# block 1

==> block_1/m2.png <==
Cells faint in the background.
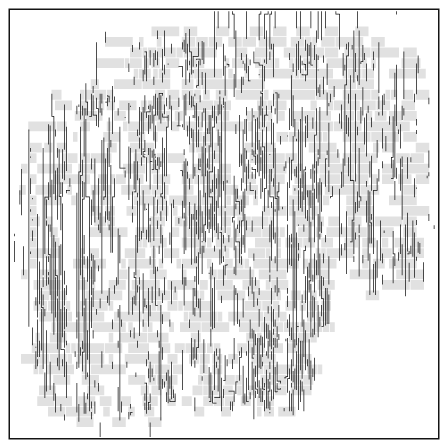

==> config.mk <==
export PLATFORM = sky130hd
export DESIGN_NAME = simp_alu_pipe
export DESIGN_NICKNAME = d
export VERILOG_FILES = /design/src/rtl/simp_alu_pkg.sv /design/src/rtl/simp_alu_stage.sv /design/src/rtl/simp_alu_pipe.sv
export SDC_FILE = /design/constraint.sdc
export NUM_CORES = 1
export LEC_CHECK = 0
export CAP_MARGIN = 20
export CORE_MARGIN = 2
export CORE_UTILIZATION = 43
export DETAILED_ROUTE_END_ITERATION = 10
export HOLD_SLACK_MARGIN = 0.06
export PLACE_DENSITY = 0.69
export SYNTH_ARGS = -nofsm -noshare
export SYNTH_HDL_FRONTEND = slang
export SYNTH_HIERARCHICAL = 1
export SYNTH_SLANG_ARGS = --single-unit
==> constraint.sdc <==
create_clock -name clk -period 6.3 [get_ports clk]
set_input_delay 1.575 -clock clk [delete_from_list [all_inputs] [get_ports clk]]
set_output_delay 1.575 -clock clk [all_outputs]
set_load 0.03 [all_outputs]
==> src/rtl/simp_alu_pkg.sv <==
// Shared types and default parameters for the pipelined arithmetic block.
package simp_alu_pkg;

  typedef enum logic [1:0] {
    OP_ADD = 2'd0,
    OP_SUB = 2'd1,
    OP_MUL = 2'd2,
    OP_MAX = 2'd3
  } op_t;

  localparam int DEF_WIDTH   = 8;
  localparam int DEF_LATENCY = 2;
  localparam int DEF_CNT_W   = 16;

endpackage

==> src/rtl/simp_alu_stage.sv <==
// One pipeline slot: loads whenever it is empty or its own content is leaving,
// so bubbles ahead of a stalled consumer are collapsed.
module simp_alu_stage #(
  parameter int W = 9
) (
  input  logic         clk,
  input  logic         rst,
  input  logic         up_valid_i,
  output logic         up_ready_o,
  input  logic [W-1:0] up_data_i,
  output logic         dn_valid_o,
  input  logic         dn_ready_i,
  output logic [W-1:0] dn_data_o
);

  logic         valid_q, valid_d;
  logic [W-1:0] data_q, data_d;
  logic         load;

  always_comb begin
    load    = !valid_q || dn_ready_i;
    valid_d = valid_q;
    data_d  = data_q;
    if (load) begin
      valid_d = up_valid_i;
      if (up_valid_i) data_d = up_data_i;
    end
  end

  always_ff @(posedge clk) begin
    if (rst) begin
      valid_q <= 1'b0;
      data_q  <= '0;
    end else begin
      valid_q <= valid_d;
      data_q  <= data_d;
    end
  end

  assign up_ready_o = load;
  assign dn_valid_o = valid_q;
  assign dn_data_o  = data_q;

endmodule

==> src/rtl/simp_alu_pipe.sv <==
// Pipelined ADD/SUB/MUL/MAX with optional saturation, valid/ready on both sides,
// and a wrapping count of delivered results.
module simp_alu_pipe
  import simp_alu_pkg::*;
#(
  parameter int WIDTH   = DEF_WIDTH,
  parameter int LATENCY = DEF_LATENCY,
  parameter int CNT_W   = DEF_CNT_W
) (
  input  logic             clk,
  input  logic             rst,
  input  logic             in_valid,
  output logic             in_ready,
  input  logic [WIDTH-1:0] a_in,
  input  logic [WIDTH-1:0] b_in,
  input  logic [1:0]       op_in,
  input  logic             sat_in,
  output logic             out_valid,
  input  logic             out_ready,
  output logic [WIDTH-1:0] c_out,
  output logic             ovf_out,
  output logic [CNT_W-1:0] res_cnt
);

  typedef struct packed {
    logic             valid;
    logic [WIDTH-1:0] result;
    logic             ovf;
  } stage_t;

  // Returns {ovf, result}.
  function automatic logic [WIDTH:0] alu(input logic [WIDTH-1:0] a, input logic [WIDTH-1:0] b,
                                         input logic [1:0] op, input logic sat);
    logic [WIDTH:0]     sum;
    logic [2*WIDTH-1:0] prod;
    logic [WIDTH-1:0]   res;
    logic               ovf;
    sum  = {1'b0, a} + {1'b0, b};
    prod = {{WIDTH{1'b0}}, a} * {{WIDTH{1'b0}}, b};
    res  = '0;
    ovf  = 1'b0;
    case (op_t'(op))
      OP_ADD: begin
        ovf = sum[WIDTH];
        res = (sat && ovf) ? '1 : sum[WIDTH-1:0];
      end
      OP_SUB: begin
        ovf = (a < b);
        res = (sat && ovf) ? '0 : a - b;
      end
      OP_MUL: begin
        ovf = |prod[2*WIDTH-1:WIDTH];
        res = (sat && ovf) ? '1 : prod[WIDTH-1:0];
      end
      OP_MAX: begin
        ovf = 1'b0;
        res = (a > b) ? a : b;
      end
      default: ;
    endcase
    return {ovf, res};
  endfunction

  stage_t in_beat, out_beat;

  always_comb begin
    in_beat       = '0;
    in_beat.valid = in_valid;
    {in_beat.ovf, in_beat.result} = alu(a_in, b_in, op_in, sat_in);
  end

  for (genvar k = 0; k < LATENCY; k++) begin : g_st
    logic           up_valid, up_ready, dn_ready, vld;
    logic [WIDTH:0] up_data, dat;

    if (k == 0) begin : g_head
      assign up_valid = in_beat.valid;
      assign up_data  = {in_beat.ovf, in_beat.result};
    end else begin : g_body
      assign up_valid = g_st[k-1].vld;
      assign up_data  = g_st[k-1].dat;
    end

    // Readiness ripples back combinationally from out_ready; there is no skid buffer.
    if (k == LATENCY - 1) begin : g_tail
      assign dn_ready = out_ready;
    end else begin : g_link
      assign dn_ready = g_st[k+1].up_ready;
    end

    simp_alu_stage #(.W(WIDTH + 1)) u_stage (
      .clk        (clk),
      .rst        (rst),
      .up_valid_i (up_valid),
      .up_ready_o (up_ready),
      .up_data_i  (up_data),
      .dn_valid_o (vld),
      .dn_ready_i (dn_ready),
      .dn_data_o  (dat)
    );
  end

  always_comb begin
    out_beat       = '0;
    out_beat.valid = g_st[LATENCY-1].vld;
    {out_beat.ovf, out_beat.result} = g_st[LATENCY-1].dat;
  end

  assign in_ready  = rst | g_st[0].up_ready;
  assign out_valid = out_beat.valid;
  assign c_out     = out_beat.result;
  assign ovf_out   = out_beat.ovf;

  logic [CNT_W-1:0] cnt_q, cnt_d;

  always_comb begin
    cnt_d = cnt_q;
    if (out_valid && out_ready) cnt_d = cnt_q + 1'b1;
  end

  always_ff @(posedge clk) begin
    if (rst) cnt_q <= '0;
    else     cnt_q <= cnt_d;
  end

  assign res_cnt = cnt_q;

endmodule

# block 2

<file path="config.mk">
export PLATFORM = sky130hd
export DESIGN_NAME = counter_sequencer
export DESIGN_NICKNAME = d
export VERILOG_FILES = /design/src/rtl/counter_sequencer.sv
export SDC_FILE = /design/constraint.sdc
export NUM_CORES = 1
export LEC_CHECK = 0
export CAP_MARGIN = 20
export CORE_UTILIZATION = 30
export CTS_BUF_LIST = sky130_fd_sc_hd__clkbuf_4 sky130_fd_sc_hd__clkbuf_8 sky130_fd_sc_hd__clkbuf_16
export DETAILED_ROUTE_END_ITERATION = 12
export HOLD_SLACK_MARGIN = 0.15
export PLACE_DENSITY = 0.64
export RECOVER_POWER = 100
export SYNTH_ARGS = -nofsm -noshare
export SYNTH_HDL_FRONTEND = slang
export SYNTH_SLANG_ARGS = --single-unit
</file>
<file path="constraint.sdc">
create_clock -name CLK -period 1.8 [get_ports CLK]
set_input_delay 0.36 -clock CLK [delete_from_list [all_inputs] [get_ports CLK]]
set_output_delay 0.36 -clock CLK [all_outputs]
set_load 0.005 [all_outputs]
</file>
<file path="src/rtl/counter_sequencer.sv">
// Sequencer that drives an external up-counter through a programmable
// number of count passes from 0 up to a captured terminal value.
module counter_sequencer #(
  parameter int WIDTH = 4
) (
  input  logic             CLK,
  input  logic             CLR,
  input  logic             start,
  input  logic             pause,
  input  logic             abort,
  input  logic [WIDTH-1:0] limit,
  input  logic [WIDTH-1:0] passes,
  input  logic [WIDTH-1:0] Q,
  output logic             cnt_en,
  output logic             cnt_clr,
  output logic             busy,
  output logic             done,
  output logic [WIDTH-1:0] pass_cnt
);

  typedef enum logic [1:0] {
    IDLE = 2'd0,
    RUN  = 2'd1,
    HOLD = 2'd2,
    DONE = 2'd3
  } state_t;

  state_t           state;
  logic [WIDTH-1:0] limit_r;
  logic [WIDTH-1:0] passes_r;
  logic [WIDTH-1:0] pass_next;
  logic             terminal;
  logic             last_pass;

  assign pass_next = pass_cnt + WIDTH'(1);
  assign terminal  = (Q == limit_r);
  // passes_r == 0 naturally means 2^WIDTH passes: pass_next wraps to 0 on the last one.
  assign last_pass = (pass_next == passes_r);

  // Counter controls depend on the live Q, pause and abort, so they are
  // decoded combinationally; they must steer the counter on this very edge.
  always_comb begin
    // NOTE: defaults first so every path assigns both outputs and no latch is inferred.
    cnt_en  = 1'b0;
    cnt_clr = 1'b0;
    if (abort) begin
      cnt_clr = 1'b1;
    end else begin
      unique case (state)
        IDLE: cnt_clr = 1'b1;
        RUN: begin
          if (terminal)    cnt_clr = 1'b1;
          else if (!pause) cnt_en  = 1'b1;
        end
        HOLD: ;
        DONE: cnt_clr = 1'b1;
        default: cnt_clr = 1'b1;
      endcase
    end
  end

  // busy and done are registered alongside the state, so they reflect the
  // state currently held rather than the transition being decided.
  always_ff @(posedge CLK) begin
    if (CLR) begin
      state    <= IDLE;
      limit_r  <= '0;
      passes_r <= '0;
      pass_cnt <= '0;
      busy     <= 1'b0;
      done     <= 1'b0;
    end else begin
      // NOTE: non-blocking defaults here are overridden by later branch assignments (last NBA wins).
      busy <= 1'b0;
      done <= 1'b0;
      if (abort) begin
        state <= IDLE;
      end else begin
        unique case (state)
          IDLE: begin
            if (start) begin
              limit_r  <= limit;
              passes_r <= passes;
              pass_cnt <= '0;
              state    <= RUN;
              busy     <= 1'b1;
            end
          end
          RUN: begin
            if (terminal) begin
              pass_cnt <= pass_next;
              if (last_pass) begin
                state <= DONE;
                done  <= 1'b1;
              end else begin
                busy <= 1'b1;
              end
            end else begin
              // A pause in the terminal cycle is only acted on one cycle later.
              if (pause) state <= HOLD;
              busy <= 1'b1;
            end
          end
          HOLD: begin
            if (!pause) state <= RUN;
            busy <= 1'b1;
          end
          DONE: state <= IDLE;
          default: state <= IDLE;
        endcase
      end
    end
  end

endmodule
</file>
# block 3

## config.mk

```make
export PLATFORM = sky130hd
export DESIGN_NAME = secuenciador_barrido_rtc
export DESIGN_NICKNAME = d
export VERILOG_FILES = /design/src/rtl/secuenciador_barrido_rtc.sv
export SDC_FILE = /design/constraint.sdc
export NUM_CORES = 1
export LEC_CHECK = 0
export CORE_MARGIN = 3
export CORE_UTILIZATION = 45
export DETAILED_ROUTE_END_ITERATION = 8
export MAX_ROUTING_LAYER = met4
export PLACE_DENSITY = 0.74
export SETUP_SLACK_MARGIN = 0.1
export SYNTH_ARGS = -nofsm -noshare
export SYNTH_HDL_FRONTEND = slang
export SYNTH_SLANG_ARGS = --single-unit
```

## constraint.sdc

```tcl
create_clock -name clk -period 16.3 [get_ports clk]
set_clock_uncertainty 0.15 [all_clocks]
set_input_delay 3.26 -clock clk [delete_from_list [all_inputs] [get_ports clk]]
set_output_delay 3.26 -clock clk [all_outputs]
set_load 0.02 [all_outputs]
```

## src/rtl/secuenciador_barrido_rtc.sv

```systemverilog
// -----------------------------------------------------------------------------
// secuenciador_barrido_rtc
//
// Hardware master for the RTC port interface. It replaces the PicoBlaze for
// routine traffic: it sweeps the time/date registers of the multiplexed-bus
// RTC into a shadow bank, commits that bank atomically so readers never see a
// torn time, and executes single register writes on request.
//
// Ports:
//   clk, reset              system clock, asynchronous active-high reset
//   iniciar                 one-cycle request for an immediate sweep
//   escribir                one-cycle request for a single register write
//   addr_esc, dato_esc      RTC address / data for that write
//   port_id, out_port       port select and data towards the RTC interface
//   write_strobe            one-cycle port write strobe
//   read_strobe             unused by this master, always 0
//   dato_rtc                read data from the RTC interface
//   fin_lectura_escritura   transaction-done flag from the RTC interface
//   segundos..anio          committed register bank
//   actualizado             one-cycle pulse, coincident with new bank values
//   ocupado                 high whenever the sequencer is not idle
//   error_timeout           one-cycle pulse when the RTC fails to respond
// -----------------------------------------------------------------------------
module secuenciador_barrido_rtc #(
  parameter logic [7:0]  ADDR_BASE      = 8'h21,
  parameter int          N_REGS         = 6,
  parameter logic [23:0] PERIODO_CICLOS = 24'd10_000_000,
  parameter logic [9:0]  TIMEOUT_CICLOS = 10'd1023
) (
  input  logic       clk,
  input  logic       reset,
  input  logic       iniciar,
  input  logic       escribir,
  input  logic [7:0] addr_esc,
  input  logic [7:0] dato_esc,
  output logic [7:0] port_id,
  output logic [7:0] out_port,
  output logic       write_strobe,
  output logic       read_strobe,
  input  logic [7:0] dato_rtc,
  input  logic       fin_lectura_escritura,
  output logic [7:0] segundos,
  output logic [7:0] minutos,
  output logic [7:0] horas,
  output logic [7:0] dia,
  output logic [7:0] mes,
  output logic [7:0] anio,
  output logic       actualizado,
  output logic       ocupado,
  output logic       error_timeout
);

  localparam logic [7:0] PUERTO_DIR  = 8'h00;
  localparam logic [7:0] PUERTO_DATO = 8'h01;
  localparam logic [7:0] PUERTO_CMD  = 8'h0E;
  localparam logic [7:0] PUERTO_NULO = 8'hFF;

  typedef enum logic [3:0] {
    REPOSO,
    DIR,
    DATO,
    INICIO,
    ESPERA_FIN,
    CAPTURA,
    ESPERA_BAJA,
    SIGUIENTE,
    COMMIT
  } estado_t;

  estado_t     state_reg, state_next;
  logic        modo_lectura_reg, modo_lectura_next;
  logic [2:0]  index_reg, index_next;
  logic [7:0]  addr_reg, addr_next;
  logic [7:0]  dato_reg, dato_next;
  logic [9:0]  timeout_reg, timeout_next;
  logic        actualizado_reg;
  logic        error_timeout_reg;
  logic        pending_reg;

  logic        captura_en;
  logic        commit_en;
  logic        error_next;
  logic        arrancar;
  logic        tick;
  logic        limite;
  logic [47:0] banco_bus;

  // The wait has expired when the counter is about to reach TIMEOUT_CICLOS.
  // This places the error pulse exactly TIMEOUT_CICLOS+1 cycles after the
  // start strobe. Extended by one bit so the +1 cannot wrap.
  assign limite = ({1'b0, timeout_reg} + 11'd1) >= {1'b0, TIMEOUT_CICLOS};

  // ---------------------------------------------------------------------------
  // State and control registers
  // ---------------------------------------------------------------------------
  always_ff @(posedge clk or posedge reset) begin
    if (reset) begin
      state_reg         <= REPOSO;
      modo_lectura_reg  <= 1'b0;
      index_reg         <= 3'd0;
      addr_reg          <= 8'h00;
      dato_reg          <= 8'h00;
      timeout_reg       <= 10'd0;
      actualizado_reg   <= 1'b0;
      error_timeout_reg <= 1'b0;
    end else begin
      state_reg         <= state_next;
      modo_lectura_reg  <= modo_lectura_next;
      index_reg         <= index_next;
      addr_reg          <= addr_next;
      dato_reg          <= dato_next;
      timeout_reg       <= timeout_next;
      // Registered so the pulse lands in the same cycle as the new bank.
      actualizado_reg   <= commit_en;
      error_timeout_reg <= error_next;
    end
  end

  // ---------------------------------------------------------------------------
  // Next-state logic and port drive. Strobes are Moore outputs of the DIR,
  // DATO and INICIO states, so they last exactly one cycle.
  // ---------------------------------------------------------------------------
  always_comb begin
    state_next        = state_reg;
    modo_lectura_next = modo_lectura_reg;
    index_next        = index_reg;
    addr_next         = addr_reg;
    dato_next         = dato_reg;
    timeout_next      = timeout_reg;
    port_id           = PUERTO_NULO;
    out_port          = 8'h00;
    write_strobe      = 1'b0;
    captura_en        = 1'b0;
    commit_en         = 1'b0;
    error_next        = 1'b0;
    arrancar          = 1'b0;

    unique case (state_reg)
      REPOSO: begin
        // A write wins over any sweep request; a pending sweep is kept for later.
        if (escribir) begin
          addr_next         = addr_esc;
          dato_next         = dato_esc;
          modo_lectura_next = 1'b0;
          state_next        = DIR;
        end else if (iniciar || pending_reg) begin
          modo_lectura_next = 1'b1;
          index_next        = 3'd0;
          arrancar          = 1'b1;
          state_next        = DIR;
        end
      end

      DIR: begin
        write_strobe = 1'b1;
        port_id      = PUERTO_DIR;
        out_port     = modo_lectura_reg ? (ADDR_BASE + {5'd0, index_reg}) : addr_reg;
        state_next   = modo_lectura_reg ? INICIO : DATO;
      end

      DATO: begin
        write_strobe = 1'b1;
        port_id      = PUERTO_DATO;
        out_port     = dato_reg;
        state_next   = INICIO;
      end

      INICIO: begin
        write_strobe = 1'b1;
        port_id      = PUERTO_CMD;
        out_port     = {7'd0, modo_lectura_reg};
        timeout_next = 10'd0;
        state_next   = ESPERA_FIN;
      end

      ESPERA_FIN: begin
        if (fin_lectura_escritura) begin
          state_next = CAPTURA;
        end else if (limite) begin
          error_next = 1'b1;
          state_next = REPOSO;
        end else begin
          timeout_next = timeout_reg + 10'd1;
        end
      end

      CAPTURA: begin
        // fin is still high here, so dato_rtc is valid this cycle.
        captura_en   = modo_lectura_reg;
        timeout_next = 10'd0;
        state_next   = ESPERA_BAJA;
      end

      ESPERA_BAJA: begin
        if (!fin_lectura_escritura) begin
          state_next = modo_lectura_reg ? SIGUIENTE : REPOSO;
        end else if (limite) begin
          error_next = 1'b1;
          state_next = REPOSO;
        end else begin
          timeout_next = timeout_reg + 10'd1;
        end
      end

      SIGUIENTE: begin
        if (index_reg == 3'(N_REGS - 1)) begin
          state_next = COMMIT;
        end else begin
          index_next = index_reg + 3'd1;
          state_next = DIR;
        end
      end

      COMMIT: begin
        commit_en  = 1'b1;
        state_next = REPOSO;
      end

      default: begin
        state_next = REPOSO;
      end
    endcase
  end

  // ---------------------------------------------------------------------------
  // Auto-sweep period counter. Requests collapse into a single pending flag;
  // a new period ending in the same cycle a sweep starts re-arms the flag.
  // ---------------------------------------------------------------------------
  generate
    if (PERIODO_CICLOS != 24'd0) begin : g_periodo
      logic [23:0] periodo_reg;

      assign tick = (periodo_reg == PERIODO_CICLOS - 24'd1);

      always_ff @(posedge clk or posedge reset) begin
        if (reset) begin
          periodo_reg <= 24'd0;
        end else if (tick) begin
          periodo_reg <= 24'd0;
        end else begin
          periodo_reg <= periodo_reg + 24'd1;
        end
      end
    end else begin : g_sin_periodo
      assign tick = 1'b0;
    end
  endgenerate

  always_ff @(posedge clk or posedge reset) begin
    if (reset) begin
      pending_reg <= 1'b0;
    end else if (tick) begin
      pending_reg <= 1'b1;
    end else if (arrancar) begin
      pending_reg <= 1'b0;
    end
  end

  // ---------------------------------------------------------------------------
  // Shadow and committed banks. Aborted sweeps only ever touch the shadow, so
  // the committed bank changes solely on COMMIT.
  // ---------------------------------------------------------------------------
  generate
    for (genvar gi = 0; gi < 6; gi++) begin : g_banco
      logic [7:0] shadow_reg;
      logic [7:0] bank_reg;

      always_ff @(posedge clk or posedge reset) begin
        if (reset) begin
          shadow_reg <= 8'h00;
          bank_reg   <= 8'h00;
        end else begin
          if (captura_en && (index_reg == 3'(gi))) begin
            shadow_reg <= dato_rtc;
          end
          if (commit_en) begin
            bank_reg <= shadow_reg;
          end
        end
      end

      assign banco_bus[gi*8 +: 8] = bank_reg;
    end
  endgenerate

  assign segundos      = banco_bus[7:0];
  assign minutos       = banco_bus[15:8];
  assign horas         = banco_bus[23:16];
  assign dia           = banco_bus[31:24];
  assign mes           = banco_bus[39:32];
  assign anio          = banco_bus[47:40];
  assign actualizado   = actualizado_reg;
  assign error_timeout = error_timeout_reg;
  assign ocupado       = (state_reg != REPOSO);
  assign read_strobe   = 1'b0;

endmodule

```

==> block_3/m2.png <==
Cells faint in the background.
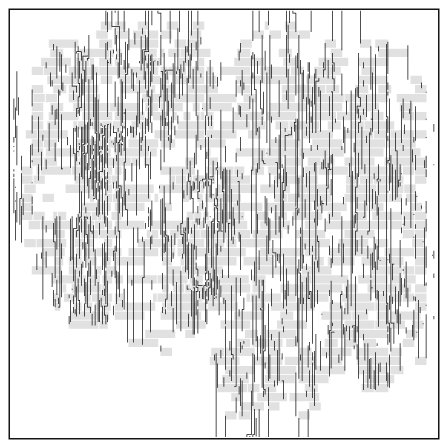
longest straight run = 64.6 µm
share of all routed wire = 49%
wire length on this layer = 6650 µm
main direction = vertical

==> block_3/clock_nets.png <==
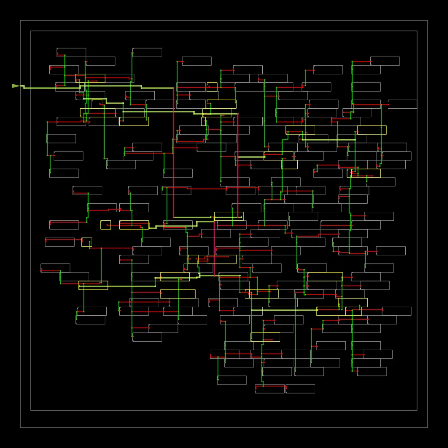
number of clock sinks: 157
CLK BUF: 22
flip-flops: 157
Clock net power: 0.000401 W
Late-Pin Clk Latency: 0.41 ns

==> results.sh, block 3 <==
# source this file to load flow results
export IMPL_status="complete, no violations"
export IMPL_flop_cell="dfrtp_1"
export IMPL_cts_htree_levels=4
export IMPL_clock_path_buffers=2
export IMPL_clkPwrFrac_pct=33.4
export IMPL_power_leakage_nw=3.73
export IMPL_r2r_end="g_banco[5].shadow_reg[4]$_DFFE_PP0P_"
export IMPL_common_cells="dfrtp_1 (157), mux2_2 (111), nor2_1 (32)"
export IMPL_cts_tree="built"
export IMPL_tightest_slew_ns=0.806
export IMPL_crit_path_max_fanout=16
export IMPL_setup_ws_ns=10.30
export IMPL_drt_initial_drc_count=252
export IMPL_postRouteWirelength_um=13600
export IMPL_wl_met3_um=632
export IMPL_diodes=0
export IMPL_post_cts_buffers=0
export IMPL_fin_crit_sh_pct=36.8
export IMPL_fp_dieW_um=128
export IMPL_p_seq_share_pct=42.7
export IMPL_grtUsageTotal_pct=17.9
export IMPL_fin_total_pwr_w=0.00120
export IMPL_ys_area_mm2=0.00675
export IMPL_hold_slack_ns=0.340
export IMPL_gp_congestion=0.873
export IMPL_fp_dieH_um=128
export IMPL_slowest_delay_ns=0.65
export IMPL_hold_buffers=0
## block 3: routing by layer
layer  vias up  GRT usage [%]
met5         -              -
met4         0           4.06
met3         9           4.86
met2       126           28.7
met1      2202           22.9
li1       2024              -
## block 3: cell usage in the layout, fill, tap and decap left out, drive strengths merged, types with 2 or more instances in the layout
master         count
or2                2
o211ai             7
bufinv             3
nor2              32
nor3               8
nand2             24
nand4              9
and2               6
a21oi              3
clkinv             3
o21ai             15
nor3b              3
mux2             115
nand2b             2
ha                 8
dfrtp            157
o31ai              7
and3               8
inv               12
buf                3
xor2               9
clkdlybuf4s50     96
clkbuf            22
a22oi              5
mux2i              3
nand3             24
and2b              2
xnor2             15
nor4b              3
nor2b              5
## block 3: cell families (layout without fill, tap and decap cells)
logic type	count (synthesis)	in the layout	share of synthesized area, %
AND-OR/OR-AND	47	47	5.12
flip-flops	157	157	58.2
other	1	1	0.0556
adder cells (fa/ha/maj)	8	8	1.48
AND/OR/NAND/NOR	131	131	10.0
buffers and inverters	33	139	2.28
multiplexers	118	118	19.7
XOR/XNOR	24	24	3.12
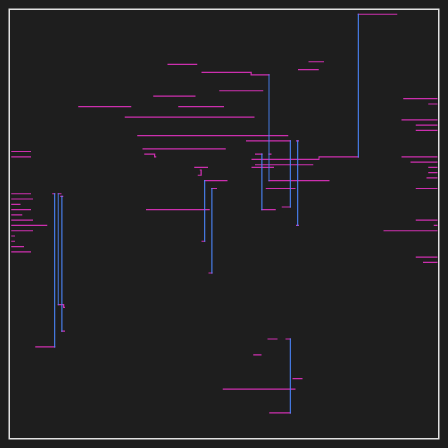
(block_1/layers.png)
Only two layers are drawn.
blue -> M4  # wire length 276 µm
magenta -> M3  # wire length 491 µm
DR vias: 4398
total track usage: 21.4%

## Picture notes: block_1/m2.png
nets with wire on the layer = 672
share of all routed wire = 45%

==> results.sh, block 1 <==
# source this file to load flow results
export IMPL_status="complete, no violations"
export IMPL_clk_pin_slew_ns=0.05
export IMPL_wl_met3_um=490
export IMPL_synth_cell_area_mm2=0.00485
export IMPL_required_ns=6.45
export IMPL_firstDrtPassIters=4
export IMPL_cts_htree_levels=2
export IMPL_wl_per_cell_um=15.4
export IMPL_end_kind="flip-flop"
export IMPL_gp_congestion=0.880
export IMPL_warnings=35
export IMPL_instances_no_fill=817
export IMPL_finalSetupTns_ns=0
export IMPL_clock_path_buffers=2
export IMPL_placed_cells=809
export IMPL_largest_reg_flops=18
export IMPL_min_period_ns=6.11
export IMPL_ys_seq_share_pct=14.9
export IMPL_avgSynthCellArea_um2=8.37
export IMPL_cpLargestDelayFamily="adder cells"
export IMPL_holdPathStages=2
export IMPL_path_class="in2reg"
export IMPL_grt_ovfl_total=0
export IMPL_fin_crit_sh_pct=97.0
export IMPL_drt_initial_drc_count=287
export IMPL_cts_tree="built"
export IMPL_r2r_end="res_cnt[15]$_SDFFE_PP0P_"
export IMPL_pg_clk_w=0.000274
export IMPL_power_frac_comb_pct=66.1
export IMPL_mostFrequentLayoutCells="inv_1 (72), buf_4 (64), ha_1 (44)"
export IMPL_setup_ws_ns=0.188
export IMPL_tightest_slew_ns=0.973
export IMPL_grt_max_degree=37
export IMPL_drc_errors=0
export IMPL_viasPerCell=5.38
block 1: cells in the mapped netlist, types with 5 or more instances:
cell | n | area share (%)
and2_1 | 28 | 3.6
buf_2 | 7 | 0.72
o211ai_1 | 9 | 1.4
dfxtp_1 | 36 | 15
clkbuf_1 | 11 | 0.85
inv_1 | 73 | 5.6
a211oi_1 | 5 | 0.77
a21o_1 | 6 | 0.93
o21ai_0 | 14 | 1.4
a2bb2oi_1 | 5 | 0.90
xnor2_1 | 14 | 2.5
a21oi_1 | 17 | 1.8
a21bo_1 | 18 | 3.7
mux2i_1 | 9 | 1.9
fa_1 | 38 | 16
nand2_1 | 42 | 3.2
nor3_1 | 6 | 0.62
nor2_1 | 41 | 3.2
and3_1 | 6 | 0.77
a21oi_2 | 18 | 3.2
nand3_1 | 34 | 3.5
nor2b_1 | 7 | 0.90
xor2_1 | 11 | 2.0
nand2b_1 | 8 | 1.0
ha_1 | 53 | 14
block 1: cell type report:
class                      count  area (µm²)  share of cell area [%]
multi-input combinational    446        3840                    63.0
clock inverter                 2        35.0                   0.574
sequential                    36         721                    11.8
inverter                      73         274                    4.49
timing repair buffer         114         923                    15.1
tap                          140         175                    2.87
clock buffer                   6         129                    2.11
==> block_2/layers.png <==
Only two layers are drawn.
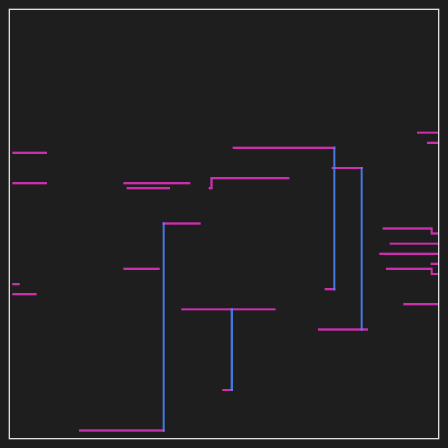
magenta -> M3  # wire length 136 µm
blue -> M4  # wire length 79.6 µm
DR WL/cell: 14.5 µm
total track usage: 15.6%
Routed WL: 2560 µm
DR vias: 920

==> results.sh, block 2 <==
# source this file to load flow results
export IMPL_instances_no_fill=176
export IMPL_yosysWarnings=0
export IMPL_taps=31
export IMPL_setup_ws_ns=-0.0197
export IMPL_sh_seq_area_pct=22.0
export IMPL_status="finished with violations"
export IMPL_seq_cells=16
export IMPL_drc_errors=2
export IMPL_gp_congestion=0.846
export IMPL_chipArea_mm2=0.00333
export IMPL_yosys_area_share_adder_pct=8.08
export IMPL_finalSetupViolations=2
export IMPL_clkCellAreaFrac_pct=2.43
export IMPL_cap_violations=0
export IMPL_pin_count=25
export IMPL_violations="design-rule violations, negative setup slack"
export IMPL_pg_clk_w=0.000249
export IMPL_viasPerCell=5.23
export IMPL_synth_logic_top_family="AND-OR/OR-AND gates"
export IMPL_worstPathCellList="dlygate4sd2_1, xor2_2, nor4_4, a21boi_1, o21ai_1, buf_2"
export IMPL_slowest_delay_ns=0.30
export IMPL_relSlewSlack_pct=74.6
export IMPL_comb_share_pct=46.1
export IMPL_ir_worst_vdd_mv=0.387
export IMPL_ys_cells=98
==> block 2: worst min-delay path, delay by kind of cell (launching register included) <==
| family | cells | cell delay, ns |
|---|---|---|
| DFF | 1 | 0.34 |
| AOI/OAI and AO/OA | 1 | 0.07 |
| buffers and inverters | 1 | 0.05 |
==> block 2: registers in the layout (all words and copies together) (netlist names) <==
register and flops:
limit_r 4, pass_cnt 4, passes_r 4, state 2, busy 1, done 1
==> block 2: worst paths after layout <==
path	startpoint	to	slack [ns]	depth (start not counted)
worst max register to register	limit_r[1]$_SDFFE_PP0P_	pass_cnt[2]$_SDFFE_PP0P_	0.01	5
worst min register to register	pass_cnt[1]$_SDFFE_PP0P_	pass_cnt[1]$_SDFFE_PP0P_	0.50	2
worst max-delay path	Q[0]	cnt_clr	-0.02	6
worst min-delay path	pass_cnt[1]$_SDFFE_PP0P_	pass_cnt[1]$_SDFFE_PP0P_	0.50	2
==> block 2: layer usage <==
| metal | part of all wire [%] | GRT usage (%) |
|---|---|---|
| met5 | 0 | 0 |
| met4 | 3.1 | 7.82 |
| met3 | 5.3 | 3.57 |
| met2 | 49 | 26.6 |
| met1 | 43 | 18.5 |


==> notes/layouts.md <==
Pictures saved along the way, in no particular order.

Cell sizes after repair.
Plate I
The bar under the picture is 50 µm long.
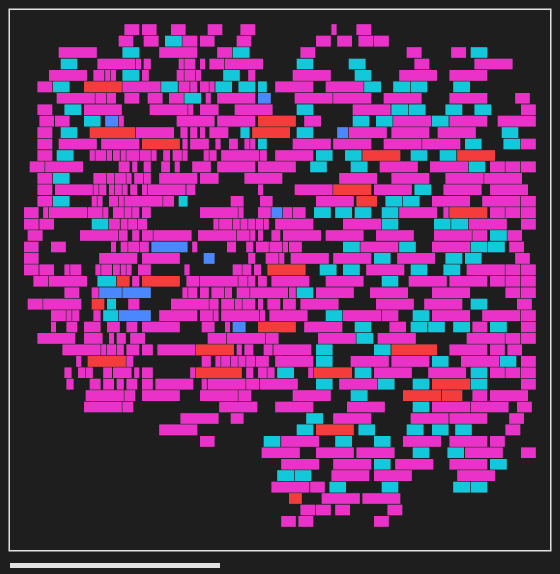
Plate II
The bar under the picture is 20 µm long.
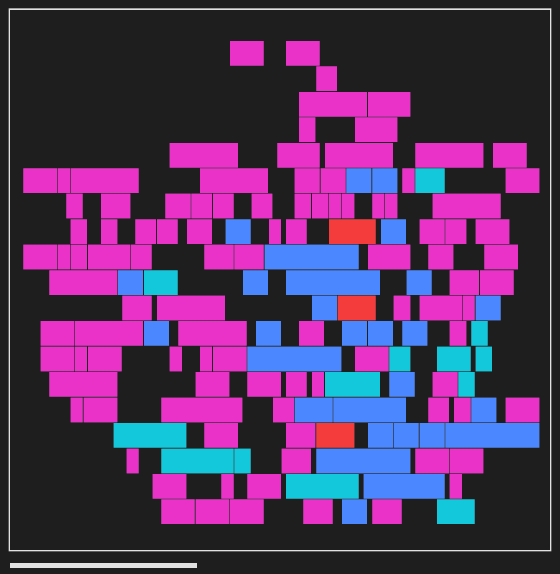
Plate III
The bar under the picture is 20 µm long.
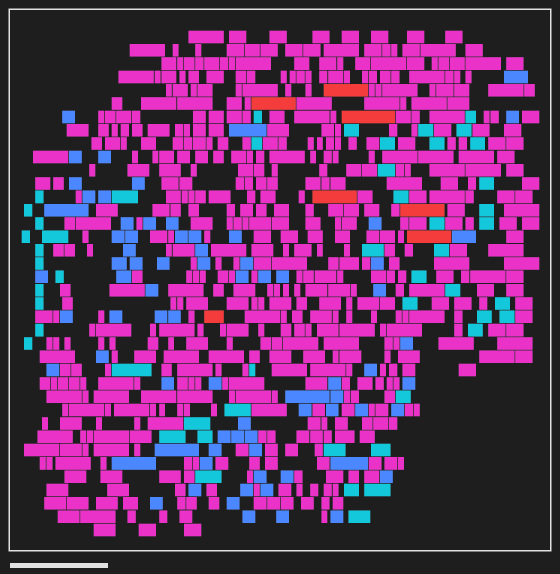
Plate II -> block 2
Plate I -> block 3
Plate III -> block 1
- smallest die: Plate II

No activity file was given, so power comes from the tool's default toggle rates.
